# pim_job_scheduler

`config.mk`:
```
export PLATFORM = sky130hd
export DESIGN_NAME = pim_job_scheduler
export DESIGN_NICKNAME = d
export VERILOG_FILES = /design/src/rtl/pim_sched_pkg.sv /design/src/rtl/pim_job_fifo.sv /design/src/rtl/pim_job_scheduler.sv
export SDC_FILE = /design/constraint.sdc
export NUM_CORES = 1
export LEC_CHECK = 0
export ABC_CLOCK_PERIOD_IN_PS = 2700
export CAP_MARGIN = 20
export CORE_ASPECT_RATIO = 1.25
export CORE_UTILIZATION = 56
export CTS_CLUSTER_SIZE = 28
export DETAILED_ROUTE_END_ITERATION = 6
export GPL_ROUTABILITY_DRIVEN = 0
export PLACE_DENSITY_LB_ADDON = 0.1
export SLEW_MARGIN = 20
export SYNTH_ARGS = -nofsm -noshare
export SYNTH_HDL_FRONTEND = slang
export SYNTH_SLANG_ARGS = --single-unit
```
`constraint.sdc`:
```
create_clock -name clk_i -period 2.7 [get_ports clk_i]
set_input_delay 0.54 -clock clk_i [delete_from_list [all_inputs] [get_ports clk_i]]
set_output_delay 0.54 -clock clk_i [all_outputs]
set_load 0.01 [all_outputs]
```
`src/rtl/pim_sched_pkg.sv`:
```
// Shared types for the PIM job scheduler: mode encoding, job descriptor, FSM states.
// No logic of its own; legality helper is purely combinational.
package pim_sched_pkg;

  typedef enum logic [2:0] {
    MODE_READ    = 3'd1,
    MODE_PROGRAM = 3'd2,
    MODE_ERASE   = 3'd3,
    MODE_COMPUTE = 3'd4
  } pim_mode_e;

  typedef struct packed {
    pim_mode_e   mode;
    logic [6:0]  row;
    logic [8:0]  col;
    logic [3:0]  exec;
  } job_desc_t;

  typedef enum logic [1:0] {
    ST_IDLE,
    ST_ISSUE,
    ST_WAIT,
    ST_COOL
  } sched_state_e;

  function automatic logic mode_legal(input pim_mode_e m);
    return (m == MODE_READ) || (m == MODE_PROGRAM) ||
           (m == MODE_ERASE) || (m == MODE_COMPUTE);
  endfunction

endpackage

```
`src/rtl/pim_job_fifo.sv`:
```
// Synchronous descriptor FIFO; head visible combinationally, pop/push take effect next edge.
// Push ignored when full, pop ignored when empty; flush empties it and wins over push/pop.
module pim_job_fifo
  import pim_sched_pkg::*;
#(
  parameter int DEPTH = 4
) (
  input  logic                     clk_i,
  input  logic                     rst_i,
  input  logic                     push,
  input  logic                     pop,
  input  logic                     flush,
  input  job_desc_t                wr_dat,
  output job_desc_t                rd_dat,
  output logic [$clog2(DEPTH):0]   count
);

  localparam int AW = $clog2(DEPTH);
  localparam int PW = AW + 1;

  job_desc_t         mem [DEPTH];
  logic [AW-1:0]     wr_ptr;
  logic [AW-1:0]     rd_ptr;
  logic              do_push;
  logic              do_pop;

  assign do_push = push && (count < PW'(DEPTH));
  assign do_pop  = pop && (count != '0);
  assign rd_dat  = mem[rd_ptr];

  always_ff @(posedge clk_i or posedge rst_i) begin
    if (rst_i) begin
      wr_ptr <= '0;
      rd_ptr <= '0;
      count  <= '0;
    end else if (flush) begin
      wr_ptr <= '0;
      rd_ptr <= '0;
      count  <= '0;
    end else begin
      if (do_push) wr_ptr <= wr_ptr + AW'(1);
      if (do_pop)  rd_ptr <= rd_ptr + AW'(1);
      case ({do_push, do_pop})
        2'b10:   count <= count + PW'(1);
        2'b01:   count <= count - PW'(1);
        default: count <= count;
      endcase
    end
  end

  // Storage needs no reset: entries are only read once count says they were written.
  always_ff @(posedge clk_i) begin
    if (do_push && !flush) mem[wr_ptr] <= wr_dat;
  end

endmodule

```
`src/rtl/pim_job_scheduler.sv`:
```
// Issues queued PIM jobs one at a time: pim_en_o 2 cycles after a push into an idle block,
// then waits for done/timeout plus GAP_CYC cooldown; cmd_ready_o drops while the queue is full.
module pim_job_scheduler
  import pim_sched_pkg::*;
#(
  parameter int DEPTH   = 4,
  parameter int GAP_CYC = 2,
  parameter int TIMEOUT = 1023
) (
  input  logic                     clk_i,
  input  logic                     rst_i,
  input  logic                     cmd_valid_i,
  output logic                     cmd_ready_o,
  input  logic [2:0]               cmd_mode_i,
  input  logic [6:0]               cmd_row_i,
  input  logic [8:0]               cmd_col_i,
  input  logic [3:0]               cmd_exec_i,
  input  logic                     abort_i,
  input  logic                     pim_done_i,
  output logic                     pim_en_o,
  output logic [2:0]               pim_mode_o,
  output logic [6:0]               row_addr7_o,
  output logic [8:0]               col_addr9_o,
  output logic [3:0]               exec_cnt_o,
  output logic                     busy_o,
  output logic [$clog2(DEPTH):0]   pending_o,
  output logic [7:0]               done_cnt_o,
  output logic                     err_timeout_o,
  output logic                     err_illegal_o,
  input  logic                     err_clr_i
);

  localparam int PW = $clog2(DEPTH) + 1;
  localparam int TW = $clog2(TIMEOUT + 1);
  localparam int GW = $clog2(GAP_CYC + 1);
  localparam int CW = (TW > GW) ? TW : GW;
  localparam logic [CW-1:0] TO_LAST  = CW'(TIMEOUT - 1);
  localparam logic [CW-1:0] GAP_LAST = CW'(GAP_CYC - 1);

  sched_state_e    state_q, state_d;
  logic [CW-1:0]   cnt_q, cnt_d;
  logic            pim_en_q;
  job_desc_t       desc_q;
  logic [7:0]      done_cnt_q;
  logic            err_to_q, err_il_q;

  job_desc_t       wr_desc, head;
  logic [PW-1:0]   count;
  logic            push, pop, nonempty, head_legal;
  logic            start_issue, set_to, set_il, job_done;

  assign wr_desc = '{mode: pim_mode_e'(cmd_mode_i), row: cmd_row_i,
                     col: cmd_col_i, exec: cmd_exec_i};
  assign cmd_ready_o = (count < PW'(DEPTH));
  assign push        = cmd_valid_i && cmd_ready_o && !abort_i;
  assign nonempty    = (count != '0);
  assign head_legal  = mode_legal(head.mode);

  pim_job_fifo #(.DEPTH(DEPTH)) u_fifo (
    .clk_i  (clk_i),
    .rst_i  (rst_i),
    .push   (push),
    .pop    (pop),
    .flush  (abort_i),
    .wr_dat (wr_desc),
    .rd_dat (head),
    .count  (count)
  );

  // The counter is shared: it times the WAIT window and the cooldown gap.
  always_comb begin
    state_d     = state_q;
    cnt_d       = cnt_q;
    pop         = 1'b0;
    start_issue = 1'b0;
    set_to      = 1'b0;
    set_il      = 1'b0;
    job_done    = 1'b0;
    case (state_q)
      ST_IDLE: begin
        if (nonempty) begin
          state_d     = ST_ISSUE;
          start_issue = 1'b1;
        end
      end
      ST_ISSUE: begin
        pop   = 1'b1;
        cnt_d = '0;
        if (head_legal) begin
          state_d = ST_WAIT;
        end else begin
          state_d = ST_COOL;
          set_il  = 1'b1;
        end
      end
      ST_WAIT: begin
        if (pim_done_i) begin
          job_done = 1'b1;
          state_d  = ST_COOL;
          cnt_d    = '0;
        end else if (cnt_q == TO_LAST) begin
          set_to  = 1'b1;
          state_d = ST_COOL;
          cnt_d   = '0;
        end else begin
          cnt_d = cnt_q + CW'(1);
        end
      end
      ST_COOL: begin
        if (cnt_q == GAP_LAST) begin
          cnt_d = '0;
          if (nonempty) begin
            state_d     = ST_ISSUE;
            start_issue = 1'b1;
          end else begin
            state_d = ST_IDLE;
          end
        end else begin
          cnt_d = cnt_q + CW'(1);
        end
      end
      default: state_d = ST_IDLE;
    endcase
    if (abort_i) begin
      state_d     = ST_IDLE;
      cnt_d       = '0;
      pop         = 1'b0;
      start_issue = 1'b0;
      set_to      = 1'b0;
      set_il      = 1'b0;
      job_done    = 1'b0;
    end
  end

  // Strobe and descriptor are loaded on the edge entering ISSUE so they line up in that cycle.
  always_ff @(posedge clk_i or posedge rst_i) begin
    if (rst_i) begin
      state_q    <= ST_IDLE;
      cnt_q      <= '0;
      pim_en_q   <= 1'b0;
      desc_q     <= '0;
      done_cnt_q <= '0;
      err_to_q   <= 1'b0;
      err_il_q   <= 1'b0;
    end else begin
      state_q  <= state_d;
      cnt_q    <= cnt_d;
      pim_en_q <= start_issue && head_legal;
      if (start_issue && head_legal) desc_q <= head;
      if (job_done) done_cnt_q <= done_cnt_q + 8'd1;
      if (err_clr_i) begin
        err_to_q <= 1'b0;
        err_il_q <= 1'b0;
      end else begin
        if (set_to) err_to_q <= 1'b1;
        if (set_il) err_il_q <= 1'b1;
      end
    end
  end

  assign pim_en_o      = pim_en_q;
  assign pim_mode_o    = desc_q.mode;
  assign row_addr7_o   = desc_q.row;
  assign col_addr9_o   = desc_q.col;
  assign exec_cnt_o    = desc_q.exec;
  assign busy_o        = (state_q != ST_IDLE) || nonempty;
  assign pending_o     = count;
  assign done_cnt_o    = done_cnt_q;
  assign err_timeout_o = err_to_q;
  assign err_illegal_o = err_il_q;

endmodule

```
# rom_seq_reader_flat

### config.mk
export PLATFORM = sky130hd
export DESIGN_NAME = rom_seq_reader_flat
export DESIGN_NICKNAME = d
export VERILOG_FILES = /design/src/rtl/rom_seq_pkg.sv /design/src/rtl/rom_seq_reader_if.sv /design/src/rtl/rom_seq_fifo2.sv /design/src/rtl/rom_seq_reader.sv /design/src/flat_wrapper.sv
export SDC_FILE = /design/constraint.sdc
export NUM_CORES = 1
export LEC_CHECK = 0
export CORE_AREA = 2 2 54 61
export DETAILED_ROUTE_END_ITERATION = 6
export DIE_AREA = 0 0 56 63
export PLACE_DENSITY_LB_ADDON = 0.25
export SYNTH_ARGS = -nofsm -noshare
export SYNTH_HDL_FRONTEND = slang
export SYNTH_SLANG_ARGS = --single-unit
### constraint.sdc
create_clock -name clk -period 3.55 [get_ports clk]
set_input_delay 0.8875 -clock clk [delete_from_list [all_inputs] [get_ports clk]]
set_output_delay 0.8875 -clock clk [all_outputs]
set_load 0.02 [all_outputs]
### src/rtl/rom_seq_pkg.sv
// rom_seq_pkg
// Shared definitions for the ROM read sequencer: default geometry,
// the FSM state encoding and a helper that turns an address width into
// a memory depth.
package rom_seq_pkg;

    localparam int DEF_MEM_ADDR_SIZE = 3;
    localparam int DEF_DATA_WIDTH    = 4;

    typedef enum logic [1:0] {
        ST_IDLE  = 2'd0,
        ST_RUN   = 2'd1,
        ST_DRAIN = 2'd2
    } state_e;

    function automatic int depth_of(input int addr_size);
        return 1 << addr_size;
    endfunction

endpackage

### src/rtl/rom_seq_reader_if.sv
// rom_seq_reader_if
// Bundles the request, ROM and stream signals of the read sequencer.
//   request : start, start_addr, len -> busy, done, err
//   ROM     : rom_en, rom_addr -> ROM, rom_data <- ROM
//   stream  : out_data, out_valid -> consumer, out_ready <- consumer
// Modports:
//   master : the sequencer's view
//   slave  : the surrounding system's view (requester, ROM, consumer)
interface rom_seq_reader_if import rom_seq_pkg::*; #(
    parameter int MEM_ADDR_SIZE = DEF_MEM_ADDR_SIZE,
    parameter int DATA_WIDTH    = DEF_DATA_WIDTH
) ();

    logic                     start;
    logic [MEM_ADDR_SIZE-1:0] start_addr;
    logic [MEM_ADDR_SIZE:0]   len;
    logic                     busy;
    logic                     done;
    logic                     err;
    logic                     rom_en;
    logic [MEM_ADDR_SIZE-1:0] rom_addr;
    logic [DATA_WIDTH-1:0]    rom_data;
    logic [DATA_WIDTH-1:0]    out_data;
    logic                     out_valid;
    logic                     out_ready;

    modport master (
        input  start, start_addr, len, rom_data, out_ready,
        output busy, done, err, rom_en, rom_addr, out_data, out_valid
    );

    modport slave (
        output start, start_addr, len, rom_data, out_ready,
        input  busy, done, err, rom_en, rom_addr, out_data, out_valid
    );

endinterface

### src/rtl/rom_seq_fifo2.sv
// rom_seq_fifo2
// Two-entry register buffer placed behind the ROM's registered output.
// Ports:
//   clk, rst  : clock, synchronous active-high reset
//   push      : write push_data this cycle
//   push_data : word to write
//   pop       : consume the head entry (caller guarantees count != 0)
//   count     : number of stored entries, 0..2
//   head      : oldest entry, held steady until popped
// The caller never pushes into a full buffer; its issue credit makes that
// impossible, so no overflow handling is needed here.
module rom_seq_fifo2 import rom_seq_pkg::*; #(
    parameter int WIDTH = DEF_DATA_WIDTH
) (
    input  logic             clk,
    input  logic             rst,
    input  logic             push,
    input  logic [WIDTH-1:0] push_data,
    input  logic             pop,
    output logic [1:0]       count,
    output logic [WIDTH-1:0] head
);

    logic [WIDTH-1:0] entry0;
    logic [WIDTH-1:0] entry1;
    logic [1:0]       cnt;

    // entry0 is always the head; entry1 only holds the second word.
    // On a simultaneous push and pop the new word lands wherever the
    // head will be after the shift.
    always_ff @(posedge clk) begin
        if (rst) begin
            entry0 <= '0;
            entry1 <= '0;
            cnt    <= 2'd0;
        end else begin
            case ({push, pop})
                2'b10: begin
                    if (cnt == 2'd0) entry0 <= push_data;
                    else             entry1 <= push_data;
                    cnt <= cnt + 2'd1;
                end
                2'b01: begin
                    entry0 <= entry1;
                    cnt    <= cnt - 2'd1;
                end
                2'b11: begin
                    if (cnt == 2'd1) begin
                        entry0 <= push_data;
                    end else begin
                        entry0 <= entry1;
                        entry1 <= push_data;
                    end
                end
                default: ;
            endcase
        end
    end

    assign count = cnt;
    assign head  = entry0;

endmodule

### src/rtl/rom_seq_reader.sv
// rom_seq_reader
// Burst read sequencer in front of a single-port ROM with one cycle of
// read latency. A request (start_addr, len) is turned into one ROM read per
// cycle; returned words go through a 2-entry buffer onto a valid/ready
// stream. Reads are only issued while the buffer plus the word in flight
// leaves room, so backpressure never drops data.
// Ports:
//   clk, rst : clock shared with the ROM, synchronous active-high reset
//   bus      : rom_seq_reader_if.master (request, ROM and stream signals)
// Configuration macro:
//   ROM_SEQ_WRAP_EN : when defined, a burst may run past the top address and
//                     wrap to 0; otherwise start_addr+len > DEPTH is rejected.
module rom_seq_reader import rom_seq_pkg::*; #(
    parameter int MEM_ADDR_SIZE = DEF_MEM_ADDR_SIZE,
    parameter int DATA_WIDTH    = DEF_DATA_WIDTH
) (
    input  logic              clk,
    input  logic              rst,
    rom_seq_reader_if.master  bus
);

    localparam int AW    = MEM_ADDR_SIZE;
    localparam int DEPTH = depth_of(MEM_ADDR_SIZE);
    localparam logic [AW+1:0] DEPTH_W = (AW+2)'(DEPTH);

    localparam logic [1:0] S_IDLE  = ST_IDLE;
    localparam logic [1:0] S_RUN   = ST_RUN;
    localparam logic [1:0] S_DRAIN = ST_DRAIN;

    logic [1:0]            state;
    logic [AW:0]           remaining;
    logic [AW-1:0]         addr_cnt;
    logic                  in_flight;
    logic                  done_pulse;
    logic                  err_pulse;
    logic [1:0]            fifo_count;
    logic [DATA_WIDTH-1:0] fifo_head;
    logic                  pop;
    logic                  issue;
    logic                  last_pop;
    logic                  req_bad;
    logic [2:0]            credit_used;
    logic [AW+1:0]         len_ext;

    assign pop = (fifo_count != 2'd0) && bus.out_ready;

    // Slots already claimed: stored words plus the word the ROM is returning,
    // minus the one leaving this cycle. A new read needs a free slot.
    assign credit_used = {1'b0, fifo_count} + {2'b00, in_flight} - {2'b00, pop};
    assign issue       = (state == S_RUN) && (remaining != '0) && (credit_used < 3'd2);

    // In DRAIN every read has issued, so the burst ends when the only word
    // left (nothing in flight, one stored) is handed over.
    assign last_pop = (state == S_DRAIN) && pop && !in_flight && (fifo_count == 2'd1);

    assign len_ext = {1'b0, bus.len};

`ifdef ROM_SEQ_WRAP_EN
    assign req_bad = (len_ext > DEPTH_W);
`else
    logic [AW+1:0] end_ext;
    assign end_ext = {2'b00, bus.start_addr} + len_ext;
    assign req_bad = (len_ext > DEPTH_W) || (end_ext > DEPTH_W);
`endif

    // Control FSM. Request inputs are looked at only in IDLE, which also
    // makes start a no-op while busy. The in-flight flag mirrors the
    // previous cycle's rom_en so only genuine ROM outputs are captured.
    always_ff @(posedge clk) begin
        if (rst) begin
            state      <= S_IDLE;
            remaining  <= '0;
            addr_cnt   <= '0;
            in_flight  <= 1'b0;
            done_pulse <= 1'b0;
            err_pulse  <= 1'b0;
        end else begin
            done_pulse <= 1'b0;
            err_pulse  <= 1'b0;
            in_flight  <= issue;
            case (state)
                S_IDLE: begin
                    if (bus.start) begin
                        if (req_bad) begin
                            err_pulse <= 1'b1;
                        end else if (bus.len == '0) begin
                            done_pulse <= 1'b1;
                        end else begin
                            state     <= S_RUN;
                            remaining <= bus.len;
                            addr_cnt  <= bus.start_addr;
                        end
                    end
                end
                S_RUN: begin
                    if (issue) begin
                        remaining <= remaining - 1'b1;
                        addr_cnt  <= addr_cnt + 1'b1;
                        if (remaining == {{AW{1'b0}}, 1'b1}) state <= S_DRAIN;
                    end
                end
                S_DRAIN: begin
                    if (last_pop) begin
                        state      <= S_IDLE;
                        done_pulse <= 1'b1;
                    end
                end
                default: state <= S_IDLE;
            endcase
        end
    end

    rom_seq_fifo2 #(.WIDTH(DATA_WIDTH)) u_fifo (
        .clk       (clk),
        .rst       (rst),
        .push      (in_flight),
        .push_data (bus.rom_data),
        .pop       (pop),
        .count     (fifo_count),
        .head      (fifo_head)
    );

    assign bus.busy      = (state != S_IDLE);
    assign bus.done      = done_pulse;
    assign bus.err       = err_pulse;
    assign bus.rom_en    = issue;
    assign bus.rom_addr  = addr_cnt;
    assign bus.out_data  = fifo_head;
    assign bus.out_valid = (fifo_count != 2'd0);

endmodule

### src/flat_wrapper.sv
// flat-port wrapper written by rule: the top's interface ports become plain ports
module rom_seq_reader_flat import rom_seq_pkg::*;
#(
    parameter int MEM_ADDR_SIZE = DEF_MEM_ADDR_SIZE,
    parameter int DATA_WIDTH    = DEF_DATA_WIDTH
)
  (clk, rst, bus_start, bus_start_addr, bus_len, bus_rom_data, bus_out_ready, bus_busy, bus_done, bus_err, bus_rom_en, bus_rom_addr, bus_out_data, bus_out_valid);
  rom_seq_reader_if #(.MEM_ADDR_SIZE(MEM_ADDR_SIZE), .DATA_WIDTH(DATA_WIDTH)) bus_i ();
  input  logic clk;
  input  logic rst;
  input wire logic [$bits(bus_i.start)-1:0] bus_start;
  input wire logic [$bits(bus_i.start_addr)-1:0] bus_start_addr;
  input wire logic [$bits(bus_i.len)-1:0] bus_len;
  input wire logic [$bits(bus_i.rom_data)-1:0] bus_rom_data;
  input wire logic [$bits(bus_i.out_ready)-1:0] bus_out_ready;
  output wire logic [$bits(bus_i.busy)-1:0] bus_busy;
  output wire logic [$bits(bus_i.done)-1:0] bus_done;
  output wire logic [$bits(bus_i.err)-1:0] bus_err;
  output wire logic [$bits(bus_i.rom_en)-1:0] bus_rom_en;
  output wire logic [$bits(bus_i.rom_addr)-1:0] bus_rom_addr;
  output wire logic [$bits(bus_i.out_data)-1:0] bus_out_data;
  output wire logic [$bits(bus_i.out_valid)-1:0] bus_out_valid;
  assign bus_i.start = bus_start;
  assign bus_i.start_addr = bus_start_addr;
  assign bus_i.len = bus_len;
  assign bus_i.rom_data = bus_rom_data;
  assign bus_i.out_ready = bus_out_ready;
  assign bus_busy = bus_i.busy;
  assign bus_done = bus_i.done;
  assign bus_err = bus_i.err;
  assign bus_rom_en = bus_i.rom_en;
  assign bus_rom_addr = bus_i.rom_addr;
  assign bus_out_data = bus_i.out_data;
  assign bus_out_valid = bus_i.out_valid;
  rom_seq_reader #(.MEM_ADDR_SIZE(MEM_ADDR_SIZE), .DATA_WIDTH(DATA_WIDTH)) u_core (.clk(clk), .rst(rst), .bus(bus_i));
endmodule
# key_pause_ctrl_flat

File: config.mk
export PLATFORM = sky130hd
export DESIGN_NAME = key_pause_ctrl_flat
export DESIGN_NICKNAME = d
export VERILOG_FILES = /design/src/rtl/timer_pkg.sv /design/src/rtl/key_pause_ctrl_if.sv /design/src/rtl/key_debounce.sv /design/src/rtl/key_pause_ctrl.sv /design/src/flat_wrapper.sv
export SDC_FILE = /design/constraint.sdc
export NUM_CORES = 1
export LEC_CHECK = 0
export ABC_AREA = 1
export CELL_PAD_IN_SITES_DETAIL_PLACEMENT = 2
export CELL_PAD_IN_SITES_GLOBAL_PLACEMENT = 2
export CORE_MARGIN = 2
export CORE_UTILIZATION = 36
export DETAILED_ROUTE_END_ITERATION = 16
export GPL_ROUTABILITY_DRIVEN = 0
export HOLD_SLACK_MARGIN = 0.08
export PLACE_DENSITY_LB_ADDON = 0.1
export SLEW_MARGIN = 25
export SYNTH_ARGS = -nofsm -noshare
export SYNTH_HDL_FRONTEND = slang
export SYNTH_SLANG_ARGS = --single-unit
File: constraint.sdc
create_clock -name clk_in -period 3.4 [get_ports clk_in]
set_clock_uncertainty 0.15 [all_clocks]
set_input_delay 0.51 -clock clk_in [delete_from_list [all_inputs] [get_ports clk_in]]
set_output_delay 0.51 -clock clk_in [all_outputs]
set_load 0.02 [all_outputs]
File: src/rtl/timer_pkg.sv
// Shared constants and FSM encoding for the 60 s timer's key conditioning path.
package timer_pkg;

  localparam int unsigned CLK_FREQ_HZ   = 12_000_000;
  localparam int unsigned CYCLES_PER_MS = CLK_FREQ_HZ / 1000;

  localparam int unsigned DB_MS   = 20;
  localparam int unsigned LONG_MS = 1000;

  localparam int unsigned DB_CYCLES_DEF   = DB_MS * CYCLES_PER_MS;
  localparam int unsigned LONG_CYCLES_DEF = LONG_MS * CYCLES_PER_MS;

  typedef enum logic [1:0] {
    ST_IDLE = 2'd0,
    ST_HELD = 2'd1,
    ST_LONG = 2'd2
  } key_state_e;

endpackage

File: src/rtl/key_pause_ctrl_if.sv
// Key input and timer-control outputs of key_pause_ctrl, bundled for the testbench and the top.
interface key_pause_ctrl_if;
  logic key_in;
  logic key_level;
  logic pause_out;
  logic clear_out;
  logic run_state;

  modport master (
    output key_in,
    input  key_level, pause_out, clear_out, run_state
  );

  modport slave (
    input  key_in,
    output key_level, pause_out, clear_out, run_state
  );
endinterface

File: src/rtl/key_debounce.sv
// Two-flop synchroniser plus stable-count debouncer; key_level is 1 while the key is pressed.
module key_debounce
  import timer_pkg::*;
#(
  parameter int unsigned DB_CYCLES      = DB_CYCLES_DEF,
  parameter bit          KEY_ACTIVE_LOW = 1'b1
) (
  input  logic clk_in,
  input  logic rst_in,
  input  logic key_in,
  output logic key_level
);

  localparam int unsigned       DB_W     = (DB_CYCLES > 1) ? $clog2(DB_CYCLES) : 1;
  localparam logic [DB_W-1:0]   DB_LAST  = DB_W'(DB_CYCLES - 1);
  // Raw pin level meaning "not pressed"; synchroniser resets to it.
  localparam logic              IDLE_RAW = KEY_ACTIVE_LOW;

  logic            sync1_q, sync2_q;
  logic            key_s;
  logic [DB_W-1:0] db_cnt_q, db_cnt_d;
  logic            key_level_q, key_level_d;

  assign key_s = sync2_q ^ KEY_ACTIVE_LOW;

  always_comb begin
    db_cnt_d    = '0;
    key_level_d = key_level_q;
    if (key_s != key_level_q) begin
      if (db_cnt_q == DB_LAST) begin
        key_level_d = key_s;
      end else begin
        db_cnt_d = db_cnt_q + 1'b1;
      end
    end
  end

  always_ff @(posedge clk_in) begin
    if (rst_in) begin
      sync1_q     <= IDLE_RAW;
      sync2_q     <= IDLE_RAW;
      db_cnt_q    <= '0;
      key_level_q <= 1'b0;
    end else begin
      sync1_q     <= key_in;
      sync2_q     <= sync1_q;
      db_cnt_q    <= db_cnt_d;
      key_level_q <= key_level_d;
    end
  end

  assign key_level = key_level_q;

endmodule

File: src/rtl/key_pause_ctrl.sv
// Classifies debounced presses as short (pause pulse) or long (clear pulse) and tracks run/pause.
//  state | meaning
//  IDLE  | key released, waiting for a press
//  HELD  | key pressed, counting toward a long press
//  LONG  | long press already reported, waiting for release
module key_pause_ctrl
  import timer_pkg::*;
#(
  parameter int unsigned DB_CYCLES      = DB_CYCLES_DEF,
  parameter int unsigned LONG_CYCLES    = LONG_CYCLES_DEF,
  parameter bit          KEY_ACTIVE_LOW = 1'b1
) (
  input  logic             clk_in,
  input  logic             rst_in,
  key_pause_ctrl_if.slave  kif
);

  localparam int unsigned       HOLD_W    = (LONG_CYCLES > 1) ? $clog2(LONG_CYCLES) : 1;
  localparam logic [HOLD_W-1:0] HOLD_LAST = HOLD_W'(LONG_CYCLES - 1);

  logic              key_level;
  key_state_e        state_q, state_d;
  logic [HOLD_W-1:0] hold_cnt_q, hold_cnt_d;
  logic              run_state_q, run_state_d;
  logic              pause_q, pause_d;
  logic              clear_q, clear_d;

  key_debounce #(
    .DB_CYCLES      (DB_CYCLES),
    .KEY_ACTIVE_LOW (KEY_ACTIVE_LOW)
  ) u_debounce (
    .clk_in    (clk_in),
    .rst_in    (rst_in),
    .key_in    (kif.key_in),
    .key_level (key_level)
  );

  always_comb begin
    state_d     = state_q;
    hold_cnt_d  = hold_cnt_q;
    run_state_d = run_state_q;
    pause_d     = 1'b0;
    clear_d     = 1'b0;
    case (state_q)
      ST_IDLE: begin
        if (key_level) begin
          state_d    = ST_HELD;
          hold_cnt_d = '0;
        end
      end
      ST_HELD: begin
        // Release is tested first so a release on the last count is still a short press.
        if (!key_level) begin
          pause_d     = 1'b1;
          run_state_d = ~run_state_q;
          state_d     = ST_IDLE;
        end else if (hold_cnt_q == HOLD_LAST) begin
          clear_d     = 1'b1;
          run_state_d = 1'b0;
          state_d     = ST_LONG;
        end else begin
          hold_cnt_d = hold_cnt_q + 1'b1;
        end
      end
      ST_LONG: begin
        if (!key_level) begin
          state_d = ST_IDLE;
        end
      end
      default: begin
        state_d = ST_IDLE;
      end
    endcase
  end

  always_ff @(posedge clk_in) begin
    if (rst_in) begin
      state_q     <= ST_IDLE;
      hold_cnt_q  <= '0;
      run_state_q <= 1'b0;
      pause_q     <= 1'b0;
      clear_q     <= 1'b0;
    end else begin
      state_q     <= state_d;
      hold_cnt_q  <= hold_cnt_d;
      run_state_q <= run_state_d;
      pause_q     <= pause_d;
      clear_q     <= clear_d;
    end
  end

  assign kif.key_level = key_level;
  assign kif.pause_out = pause_q;
  assign kif.clear_out = clear_q;
  assign kif.run_state = run_state_q;

endmodule

File: src/flat_wrapper.sv
// flat-port wrapper written by rule: the top's interface ports become plain ports
module key_pause_ctrl_flat import timer_pkg::*;
#(
  parameter int unsigned DB_CYCLES      = DB_CYCLES_DEF,
  parameter int unsigned LONG_CYCLES    = LONG_CYCLES_DEF,
  parameter bit          KEY_ACTIVE_LOW = 1'b1
)
  (clk_in, rst_in, kif_key_in, kif_key_level, kif_pause_out, kif_clear_out, kif_run_state);
  key_pause_ctrl_if kif_i ();
  input  logic clk_in;
  input  logic rst_in;
  input wire logic [$bits(kif_i.key_in)-1:0] kif_key_in;
  output wire logic [$bits(kif_i.key_level)-1:0] kif_key_level;
  output wire logic [$bits(kif_i.pause_out)-1:0] kif_pause_out;
  output wire logic [$bits(kif_i.clear_out)-1:0] kif_clear_out;
  output wire logic [$bits(kif_i.run_state)-1:0] kif_run_state;
  assign kif_i.key_in = kif_key_in;
  assign kif_key_level = kif_i.key_level;
  assign kif_pause_out = kif_i.pause_out;
  assign kif_clear_out = kif_i.clear_out;
  assign kif_run_state = kif_i.run_state;
  key_pause_ctrl #(.DB_CYCLES(DB_CYCLES), .LONG_CYCLES(LONG_CYCLES), .KEY_ACTIVE_LOW(KEY_ACTIVE_LOW)) u_core (.clk_in(clk_in), .rst_in(rst_in), .kif(kif_i));
endmodule
# branch_predictor_gshare

[src/rtl/branch_predictor_gshare.sv]
// Gshare branch predictor: PHT of 2-bit saturating counters indexed by PC xor global history.
// A sweep after reset fills every counter before predictions and training are enabled.
//
// state | meaning
// INIT  | sweeping INIT_COUNTER into PHT[init_ptr]; predictions forced not-taken, updates dropped
// RUN   | ready; predicting and training on resolved branches
module branch_predictor_gshare #(
  parameter int         PHT_INDEX_BITS = 10,
  parameter int         GHR_BITS       = 8,
  parameter logic [1:0] INIT_COUNTER   = 2'b01
) (
  input  logic                      clk,
  input  logic                      rst,
  input  logic                      pred_valid,
  input  logic [31:0]               pred_pc,
  output logic                      pred_taken,
  output logic [PHT_INDEX_BITS-1:0] pred_index,
  input  logic                      upd_valid,
  input  logic [PHT_INDEX_BITS-1:0] upd_index,
  input  logic                      upd_outcome,
  input  logic                      upd_mispredict,
  output logic                      ready,
  output logic [31:0]               stat_predictions,
  output logic [31:0]               stat_mispredicts
);

  localparam int PHT_SIZE = 1 << PHT_INDEX_BITS;

  typedef enum logic [0:0] {INIT, RUN} state_t;

  state_t                    state, state_next;
  logic [PHT_INDEX_BITS-1:0] init_ptr;
  logic [GHR_BITS-1:0]       ghr;
  logic [1:0]                pht [PHT_SIZE];
  logic [PHT_INDEX_BITS-1:0] ghr_ext;
  logic [1:0]                upd_cur, upd_next;
  logic                      upd_en;
  logic                      unused_pc_bits;

  assign unused_pc_bits = ^{pred_pc[31:PHT_INDEX_BITS+2], pred_pc[1:0]};

  always_ff @(posedge clk) begin
    if (rst) state <= INIT;
    else     state <= state_next;
  end

  always_comb begin
    state_next = state;
    ready      = 1'b0;
    case (state)
      INIT: if (init_ptr == PHT_INDEX_BITS'(PHT_SIZE - 1)) state_next = RUN;
      RUN:  ready = 1'b1;
      default: state_next = INIT;
    endcase
  end

  always_ff @(posedge clk) begin
    if (rst)                init_ptr <= '0;
    else if (state == INIT) init_ptr <= init_ptr + PHT_INDEX_BITS'(1);
  end

  assign ghr_ext    = PHT_INDEX_BITS'(ghr);
  assign pred_index = pred_pc[PHT_INDEX_BITS+1:2] ^ ghr_ext;
  assign pred_taken = ready & pht[pred_index][1];

  // Training is gated by ready so it can never collide with the sweep write.
  assign upd_en  = upd_valid & ready;
  assign upd_cur = pht[upd_index];

  always_comb begin
    upd_next = upd_cur;
    if (upd_outcome) begin
      if (upd_cur != 2'b11) upd_next = upd_cur + 2'b01;
    end else begin
      if (upd_cur != 2'b00) upd_next = upd_cur - 2'b01;
    end
  end

  always_ff @(posedge clk) begin
    if (!rst) begin
      if (state == INIT) pht[init_ptr]  <= INIT_COUNTER;
      else if (upd_en)   pht[upd_index] <= upd_next;
    end
  end

  always_ff @(posedge clk) begin
    if (rst)         ghr <= '0;
    else if (upd_en) ghr <= {ghr[GHR_BITS-2:0], upd_outcome};
  end

  always_ff @(posedge clk) begin
    if (rst) begin
      stat_predictions <= '0;
      stat_mispredicts <= '0;
    end else begin
      if (pred_valid & ready)      stat_predictions <= stat_predictions + 32'd1;
      if (upd_en & upd_mispredict) stat_mispredicts <= stat_mispredicts + 32'd1;
    end
  end

endmodule
[config.mk]
export PLATFORM = sky130hd
export DESIGN_NAME = branch_predictor_gshare
export DESIGN_NICKNAME = d
export VERILOG_FILES = /design/src/rtl/branch_predictor_gshare.sv
export SDC_FILE = /design/constraint.sdc
export NUM_CORES = 2
export LEC_CHECK = 0
export ABC_AREA = 1
export CORE_ASPECT_RATIO = 1.4
export CORE_UTILIZATION = 40
export DETAILED_ROUTE_END_ITERATION = 10
export SLEW_MARGIN = 20
export SYNTH_ARGS = -nofsm -noshare
export SYNTH_HDL_FRONTEND = slang
export SYNTH_SLANG_ARGS = --single-unit
export TNS_END_PERCENT = 20
[constraint.sdc]
create_clock -name clk -period 51.2 [get_ports clk]
set_clock_uncertainty 0.1 [all_clocks]
set_input_delay 10.24 -clock clk [delete_from_list [all_inputs] [get_ports clk]]
set_output_delay 10.24 -clock clk [all_outputs]
set_load 0.03 [all_outputs]

## Gallery

Routed clock nets over the placement.
Plate I
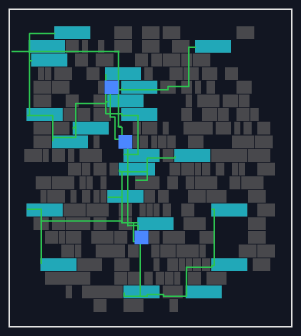
Plate II
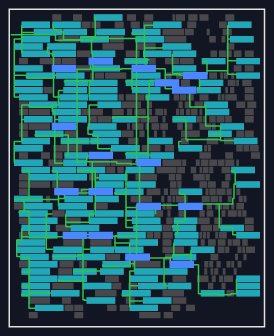
Plate III
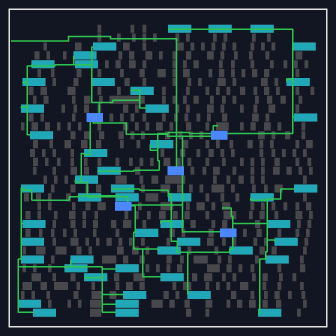
Plate IV
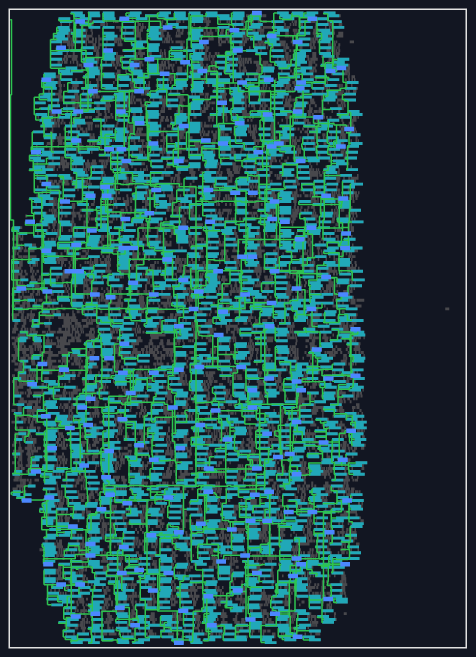
Plate II comes from pim_job_scheduler.
Plate III comes from key_pause_ctrl_flat.
Plate IV comes from branch_predictor_gshare.
Plate I comes from rom_seq_reader_flat.

Key to Plate I:
legend:
  clock wires:
    colour: green
    length: 295 um
  cells driving clock nets:
    colour: blue
    count: 3
  flip-flops:
    colour: cyan
    count: 22
routed clock nets: 4

branch_predictor_gshare/final_congestion.png
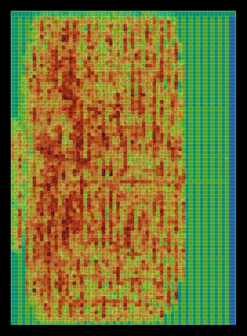
met1 routing resource usage after global routing: 32.9%
GRT Resource Usage Total: 26.9%
routed len/inst: 25.4 um
final core utilization: 43.9%
GR peak layer: met2

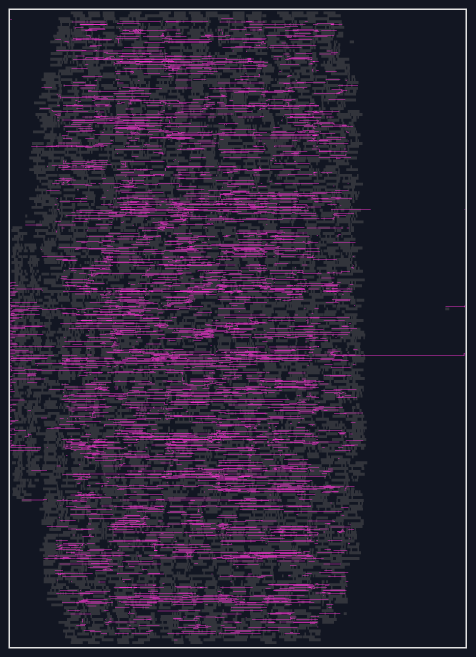
branch_predictor_gshare/met3.png
Cells faint in the background.
share of all routed wire: 12%
main direction: horizontal
wire length on this layer: 40.6 mm
nets with wire on the layer: 829

==> run_summary.xml, branch_predictor_gshare <==
<?xml version="1.0" encoding="UTF-8"?>
<metrics>
  <group name="run_status">
    <metric name="status" unit="">completed</metric>
  </group>
  <group name="worst_setup_path">
    <metric name="slowest_stage" unit="">sky130_fd_sc_hd__buf_4</metric>
    <metric name="worst-path-buf-inv" unit="">5</metric>
    <metric name="critPathKind" unit="">in2out</metric>
    <metric name="critical_path.startpoint_type" unit="">input port</metric>
  </group>
  <group name="hold_path">
    <metric name="hold-path-cell-count" unit="">2</metric>
  </group>
  <group name="pwr">
    <metric name="seq_power" unit="uW">1880</metric>
  </group>
  <group name="synthesis">
    <metric name="adder_share" unit="%">0.0371</metric>
    <metric name="mappedNetlistArea" unit="sq um">101000</metric>
    <metric name="ys_area" unit="sq um">101000</metric>
  </group>
  <group name="die">
    <metric name="fp.dieArea" unit="sq um">255000</metric>
  </group>
  <group name="timing">
    <metric name="slew-limit-headroom" unit="%">13.9</metric>
    <metric name="max_freq" unit="GHz">0.0378</metric>
    <metric name="final.setup.worst_slack" unit="ns">24.78</metric>
    <metric name="worst_hold_slack" unit="ns">0.378</metric>
  </group>
  <group name="global_routing">
    <metric name="antenna_violations_before_repair" unit="">12</metric>
  </group>
  <group name="drt">
    <metric name="met1_length" unit="mm">126</metric>
    <metric name="detail-route-antenna-nets" unit="">0</metric>
    <metric name="dr.max_layer_used" unit="">met5</metric>
  </group>
  <group name="finish">
    <metric name="seq-cell-share" unit="%">57.1</metric>
    <metric name="share_of_cell_area_taken_by_multi_input_logic_gates" unit="%">30.5</metric>
  </group>
  <group name="placement">
    <metric name="numPortBuffers" unit="">101</metric>
  </group>
</metrics>
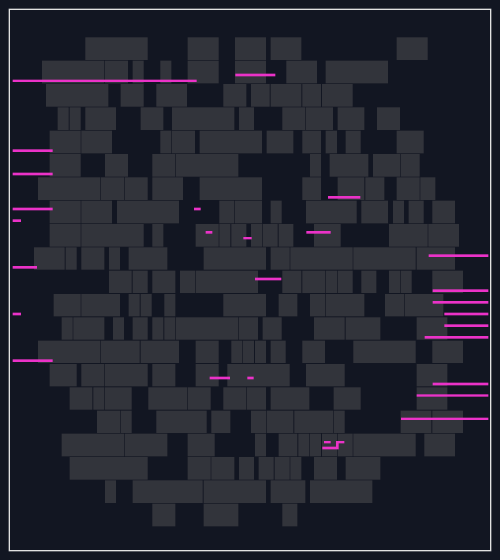
rom_seq_reader_flat/met3.png
Cells faint in the background.
wire length on this layer: 122 um
main direction: horizontal

==> run_summary.xml, rom_seq_reader_flat <==
<?xml version="1.0" encoding="UTF-8"?>
<metrics>
  <group name="die">
    <metric name="floorplan.core_util" unit="%">47.7</metric>
    <metric name="row_count" unit="">21</metric>
  </group>
  <group name="synthesis">
    <metric name="ys_seq_share" unit="%">31.4</metric>
    <metric name="ys_area" unit="sq um">1400</metric>
    <metric name="top_logic_kind" unit="">simple AND/OR/NAND/NOR gates</metric>
  </group>
  <group name="finish">
    <metric name="comb_cells" unit="">120</metric>
    <metric name="sequential_cell_total" unit="">22</metric>
    <metric name="layout_top_cells_excl_fill_tap" unit="">24 x sky130_fd_sc_hd__clkdlybuf4s50_1, 22 x sky130_fd_sc_hd__dfxtp_1, 17 x sky130_fd_sc_hd__nor2_1</metric>
    <metric name="inverters_excl_clock" unit="">12</metric>
    <metric name="layout.filler_cells" unit="">267</metric>
    <metric name="final_core_utilization" unit="%">62.2</metric>
    <metric name="ratio_of_cells_with_drive_above_1_in_the_final_layout" unit="%">15.9</metric>
  </group>
  <group name="placement">
    <metric name="place.gp.congestion" unit="">0.847</metric>
    <metric name="detailed_place_hpwl" unit="mm">2.50</metric>
  </group>
  <group name="pwr">
    <metric name="net_sw_share" unit="%">37.1</metric>
    <metric name="power.sequential.fraction" unit="%">29.2</metric>
    <metric name="power-top-group" unit="">combinational logic</metric>
    <metric name="clock_network_power_consumption" unit="uW">142</metric>
    <metric name="ir_worst_vdd" unit="uV">467</metric>
    <metric name="internal_power_component" unit="uW">695</metric>
  </group>
  <group name="worst_setup_path">
    <metric name="crit_family" unit="">adder cells</metric>
    <metric name="worst_setup_path_startpoint" unit="">bus_out_ready</metric>
    <metric name="crit_path_max_fanout" unit="">3</metric>
  </group>
  <group name="global_routing">
    <metric name="antenna_violations_before_repair" unit="">0</metric>
    <metric name="grt_start_max_net_pins" unit="">13</metric>
    <metric name="grt_most_used_layer" unit="">met2</metric>
  </group>
  <group name="drt">
    <metric name="wl_per_cell" unit="um">14.2</metric>
    <metric name="drt_first_pass_iters" unit="">4</metric>
    <metric name="dr.first_iter.drc_count" unit="">31</metric>
  </group>
  <group name="run_status">
    <metric name="status" unit="">completed</metric>
  </group>
  <group name="hold_path">
    <metric name="hold-path-cell-count" unit="">2</metric>
  </group>
  <group name="clock_network">
    <metric name="htree_levels" unit="">1</metric>
  </group>
  <group name="timing">
    <metric name="rsz0062_at_grt" unit="">false</metric>
  </group>
</metrics>
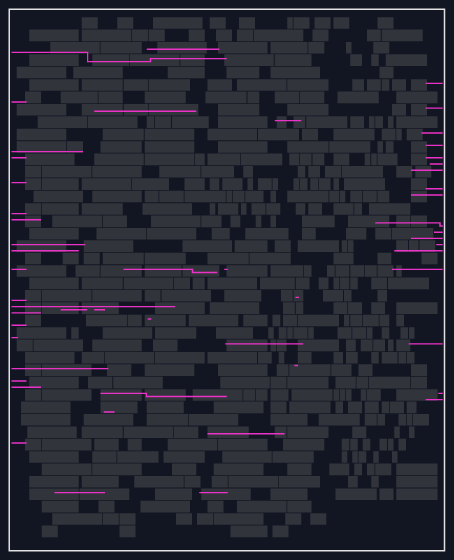
pim_job_scheduler/met3.png
Cells faint in the background.
wire length on this layer: 446 um
main direction: horizontal

==> run_summary.xml, pim_job_scheduler <==
<?xml version="1.0" encoding="UTF-8"?>
<metrics>
  <group name="pwr">
    <metric name="internal_power_component" unit="uW">4960</metric>
    <metric name="power_switching" unit="uW">1750</metric>
    <metric name="ir_worst_vdd" unit="uV">538</metric>
  </group>
  <group name="synthesis">
    <metric name="synthSimpleGateAreaFrac" unit="%">7.33</metric>
    <metric name="number_of_warnings_issued_by_yosys" unit="">0</metric>
    <metric name="yosys_cells" unit="">363</metric>
    <metric name="ys_seq_share" unit="%">67.3</metric>
    <metric name="post_synth_xor_area_fraction" unit="%">1.73</metric>
  </group>
  <group name="clock_network">
    <metric name="post_cts_hold_buffers" unit="">0</metric>
    <metric name="clock_tree_from_tritoncts" unit="">yes</metric>
    <metric name="cts_inserted_buffers" unit="">17</metric>
  </group>
  <group name="finish">
    <metric name="largestClassByArea" unit="">registers</metric>
    <metric name="ratio_of_cells_with_drive_above_1_in_the_final_layout" unit="%">22.2</metric>
    <metric name="mi_logic_area" unit="sq um">1880</metric>
    <metric name="clock_network_area_share" unit="%">7.79</metric>
    <metric name="seq-cell-share" unit="%">53.5</metric>
    <metric name="share_of_cell_area_taken_by_multi_input_logic_gates" unit="%">24.7</metric>
    <metric name="area_growth" unit="%">25.8</metric>
  </group>
  <group name="drt">
    <metric name="via_count" unit="">3444</metric>
  </group>
  <group name="global_routing">
    <metric name="grt_start_max_net_pins" unit="">31</metric>
  </group>
  <group name="die">
    <metric name="row_count" unit="">42</metric>
    <metric name="floorplan.tapcells" unit="">132</metric>
    <metric name="io_pins" unit="">68</metric>
    <metric name="die_y" unit="um">118</metric>
  </group>
  <group name="worst_setup_path">
    <metric name="worst_setup_path_end" unit="">busy_o</metric>
    <metric name="crit_family" unit="">simple AND/OR/NAND/NOR gates</metric>
  </group>
  <group name="hold_path">
    <metric name="hold-path-cell-count" unit="">1</metric>
    <metric name="worst_hold_path_endpoint" unit="">done_cnt_o[7]</metric>
  </group>
  <group name="run_status">
    <metric name="status" unit="">completed</metric>
  </group>
  <group name="timing">
    <metric name="layout_min_cycle_time" unit="ns">2.43</metric>
  </group>
  <group name="placement">
    <metric name="post_placement_worst_setup_slack" unit="ns">0.0540</metric>
  </group>
</metrics>
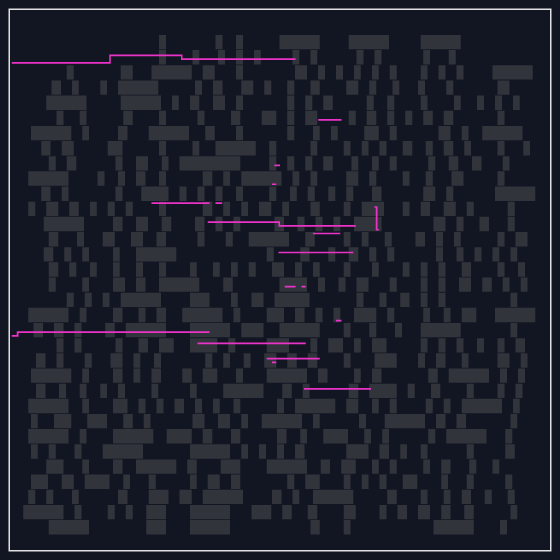
key_pause_ctrl_flat/met3.png
Cells faint in the background.
longest straight run: 34.3 um
share of all routed wire: 2.0%
wire length on this layer: 196 um
nets with wire on the layer: 10

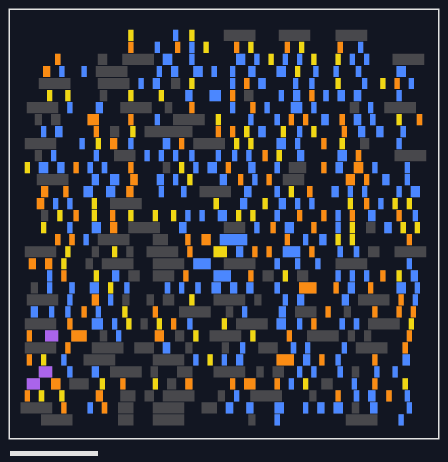
key_pause_ctrl_flat/gate_families.png
Bar = 20 um.
legend:
  NOR gates:
    colour: orange
    cells: 107
    where: widely spread
  NAND gates:
    colour: blue
    cells: 219
    where: widely spread
  inverters:
    colour: yellow
    cells: 74
    where: widely spread
  XOR/XNOR gates:
    colour: purple
    cells: 3

==> run_summary.xml, key_pause_ctrl_flat <==
<?xml version="1.0" encoding="UTF-8"?>
<metrics>
  <group name="run_status">
    <metric name="status" unit="">completed</metric>
  </group>
  <group name="global_routing">
    <metric name="grt_pass1_wl" unit="mm">17.2</metric>
    <metric name="met1_usage" unit="%">27.4</metric>
    <metric name="met2_usage" unit="%">40.6</metric>
    <metric name="grt_start_max_net_pins" unit="">24</metric>
  </group>
  <group name="finish">
    <metric name="clock_buffer_count" unit="">5</metric>
    <metric name="layout.cells.most_common" unit="">sky130_fd_sc_hd__nand2_1</metric>
    <metric name="finish.cell_count_without_fillers" unit="">620</metric>
    <metric name="comb_cells" unit="">374</metric>
    <metric name="largestRegisters" unit="">u_core.hold_cnt_q: 24 flops, u_core.u_debounce.db_cnt_q: 18 flops, u_core.state_q: 2 flops</metric>
  </group>
  <group name="timing">
    <metric name="worst_slew_pin_tran" unit="ns">0.830</metric>
    <metric name="timing.final.crit_share" unit="%">70.6</metric>
    <metric name="hold_viol" unit="">0</metric>
    <metric name="final.setup.worst_slack" unit="ns">0.999</metric>
  </group>
  <group name="drt">
    <metric name="met2WireLength" unit="mm">5.16</metric>
    <metric name="detail-route-antenna-nets" unit="">0</metric>
    <metric name="drt-total-wl" unit="mm">10.1</metric>
    <metric name="routed_via_density" unit="">5.15</metric>
    <metric name="met1_length" unit="mm">4.55</metric>
  </group>
  <group name="clock_network">
    <metric name="clockRootBuffer" unit="">sky130_fd_sc_hd__clkbuf_8</metric>
  </group>
  <group name="worst_setup_path">
    <metric name="cp-end-kind" unit="">register</metric>
    <metric name="crit_path_max_fanout" unit="">8</metric>
    <metric name="critical_path.startpoint_type" unit="">register</metric>
    <metric name="r2r_cells" unit="">11</metric>
  </group>
  <group name="run">
    <metric name="openroad.warnings" unit="">26</metric>
  </group>
  <group name="pwr">
    <metric name="power-top-group" unit="">sequential cells</metric>
    <metric name="power_frac_comb" unit="%">1.7</metric>
    <metric name="seq_power" unit="uW">588</metric>
  </group>
  <group name="synthesis">
    <metric name="yosys.cell_count.top_type" unit="">sky130_fd_sc_hd__nand2_1</metric>
    <metric name="synth_cells" unit="">511</metric>
    <metric name="post_synth.cell_area_avg" unit="sq um">6.08</metric>
  </group>
  <group name="placement">
    <metric name="detailed_place_hpwl" unit="mm">7.57</metric>
  </group>
</metrics>


==> screenshots <==
Track usage over the die.
shot_01.png
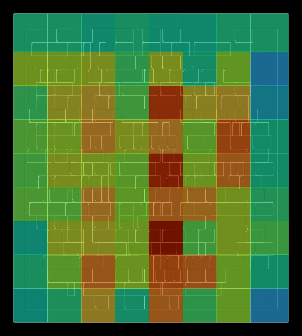
shot_02.png
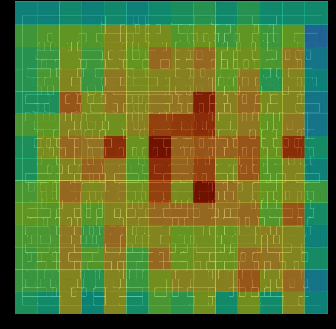
shot_03.png
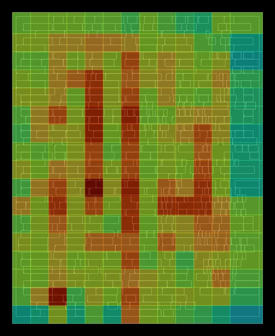
pim_job_scheduler is shot_03.png.
key_pause_ctrl_flat is shot_02.png.
rom_seq_reader_flat is shot_01.png.
- lowest track usage: shot_01.png
- lowest utilization: shot_02.png


==> screenshots <==
Drive-strength map.
image #1
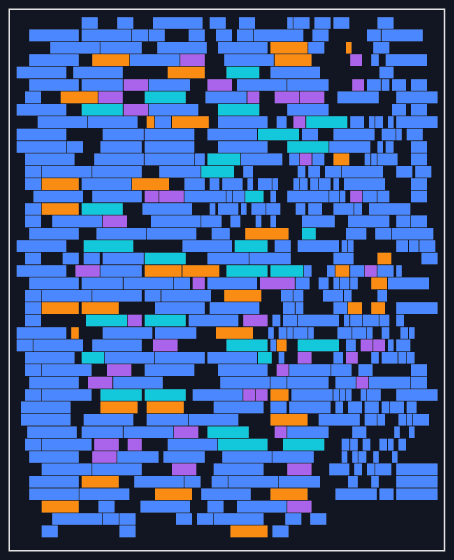
image #2
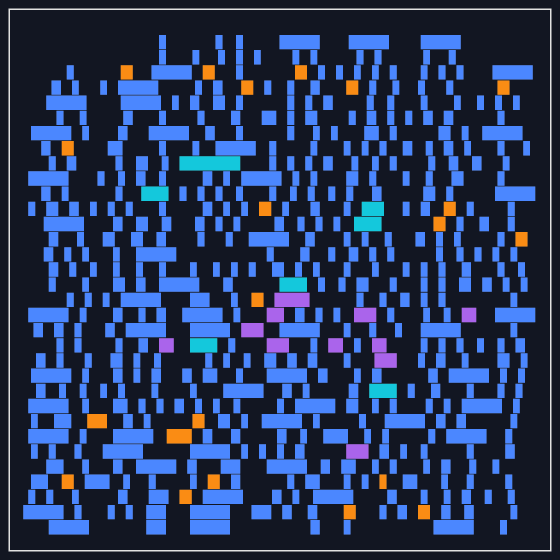
image #3
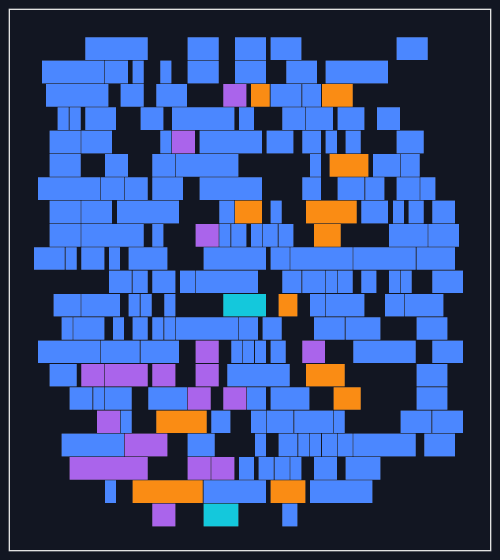
| picture | from |
|---|---|
| image #1 | pim_job_scheduler |
| image #3 | rom_seq_reader_flat |
| image #2 | key_pause_ctrl_flat |
The one with the fewest cells is image #3.

No activity file was given, so power comes from the tool's default toggle rates.
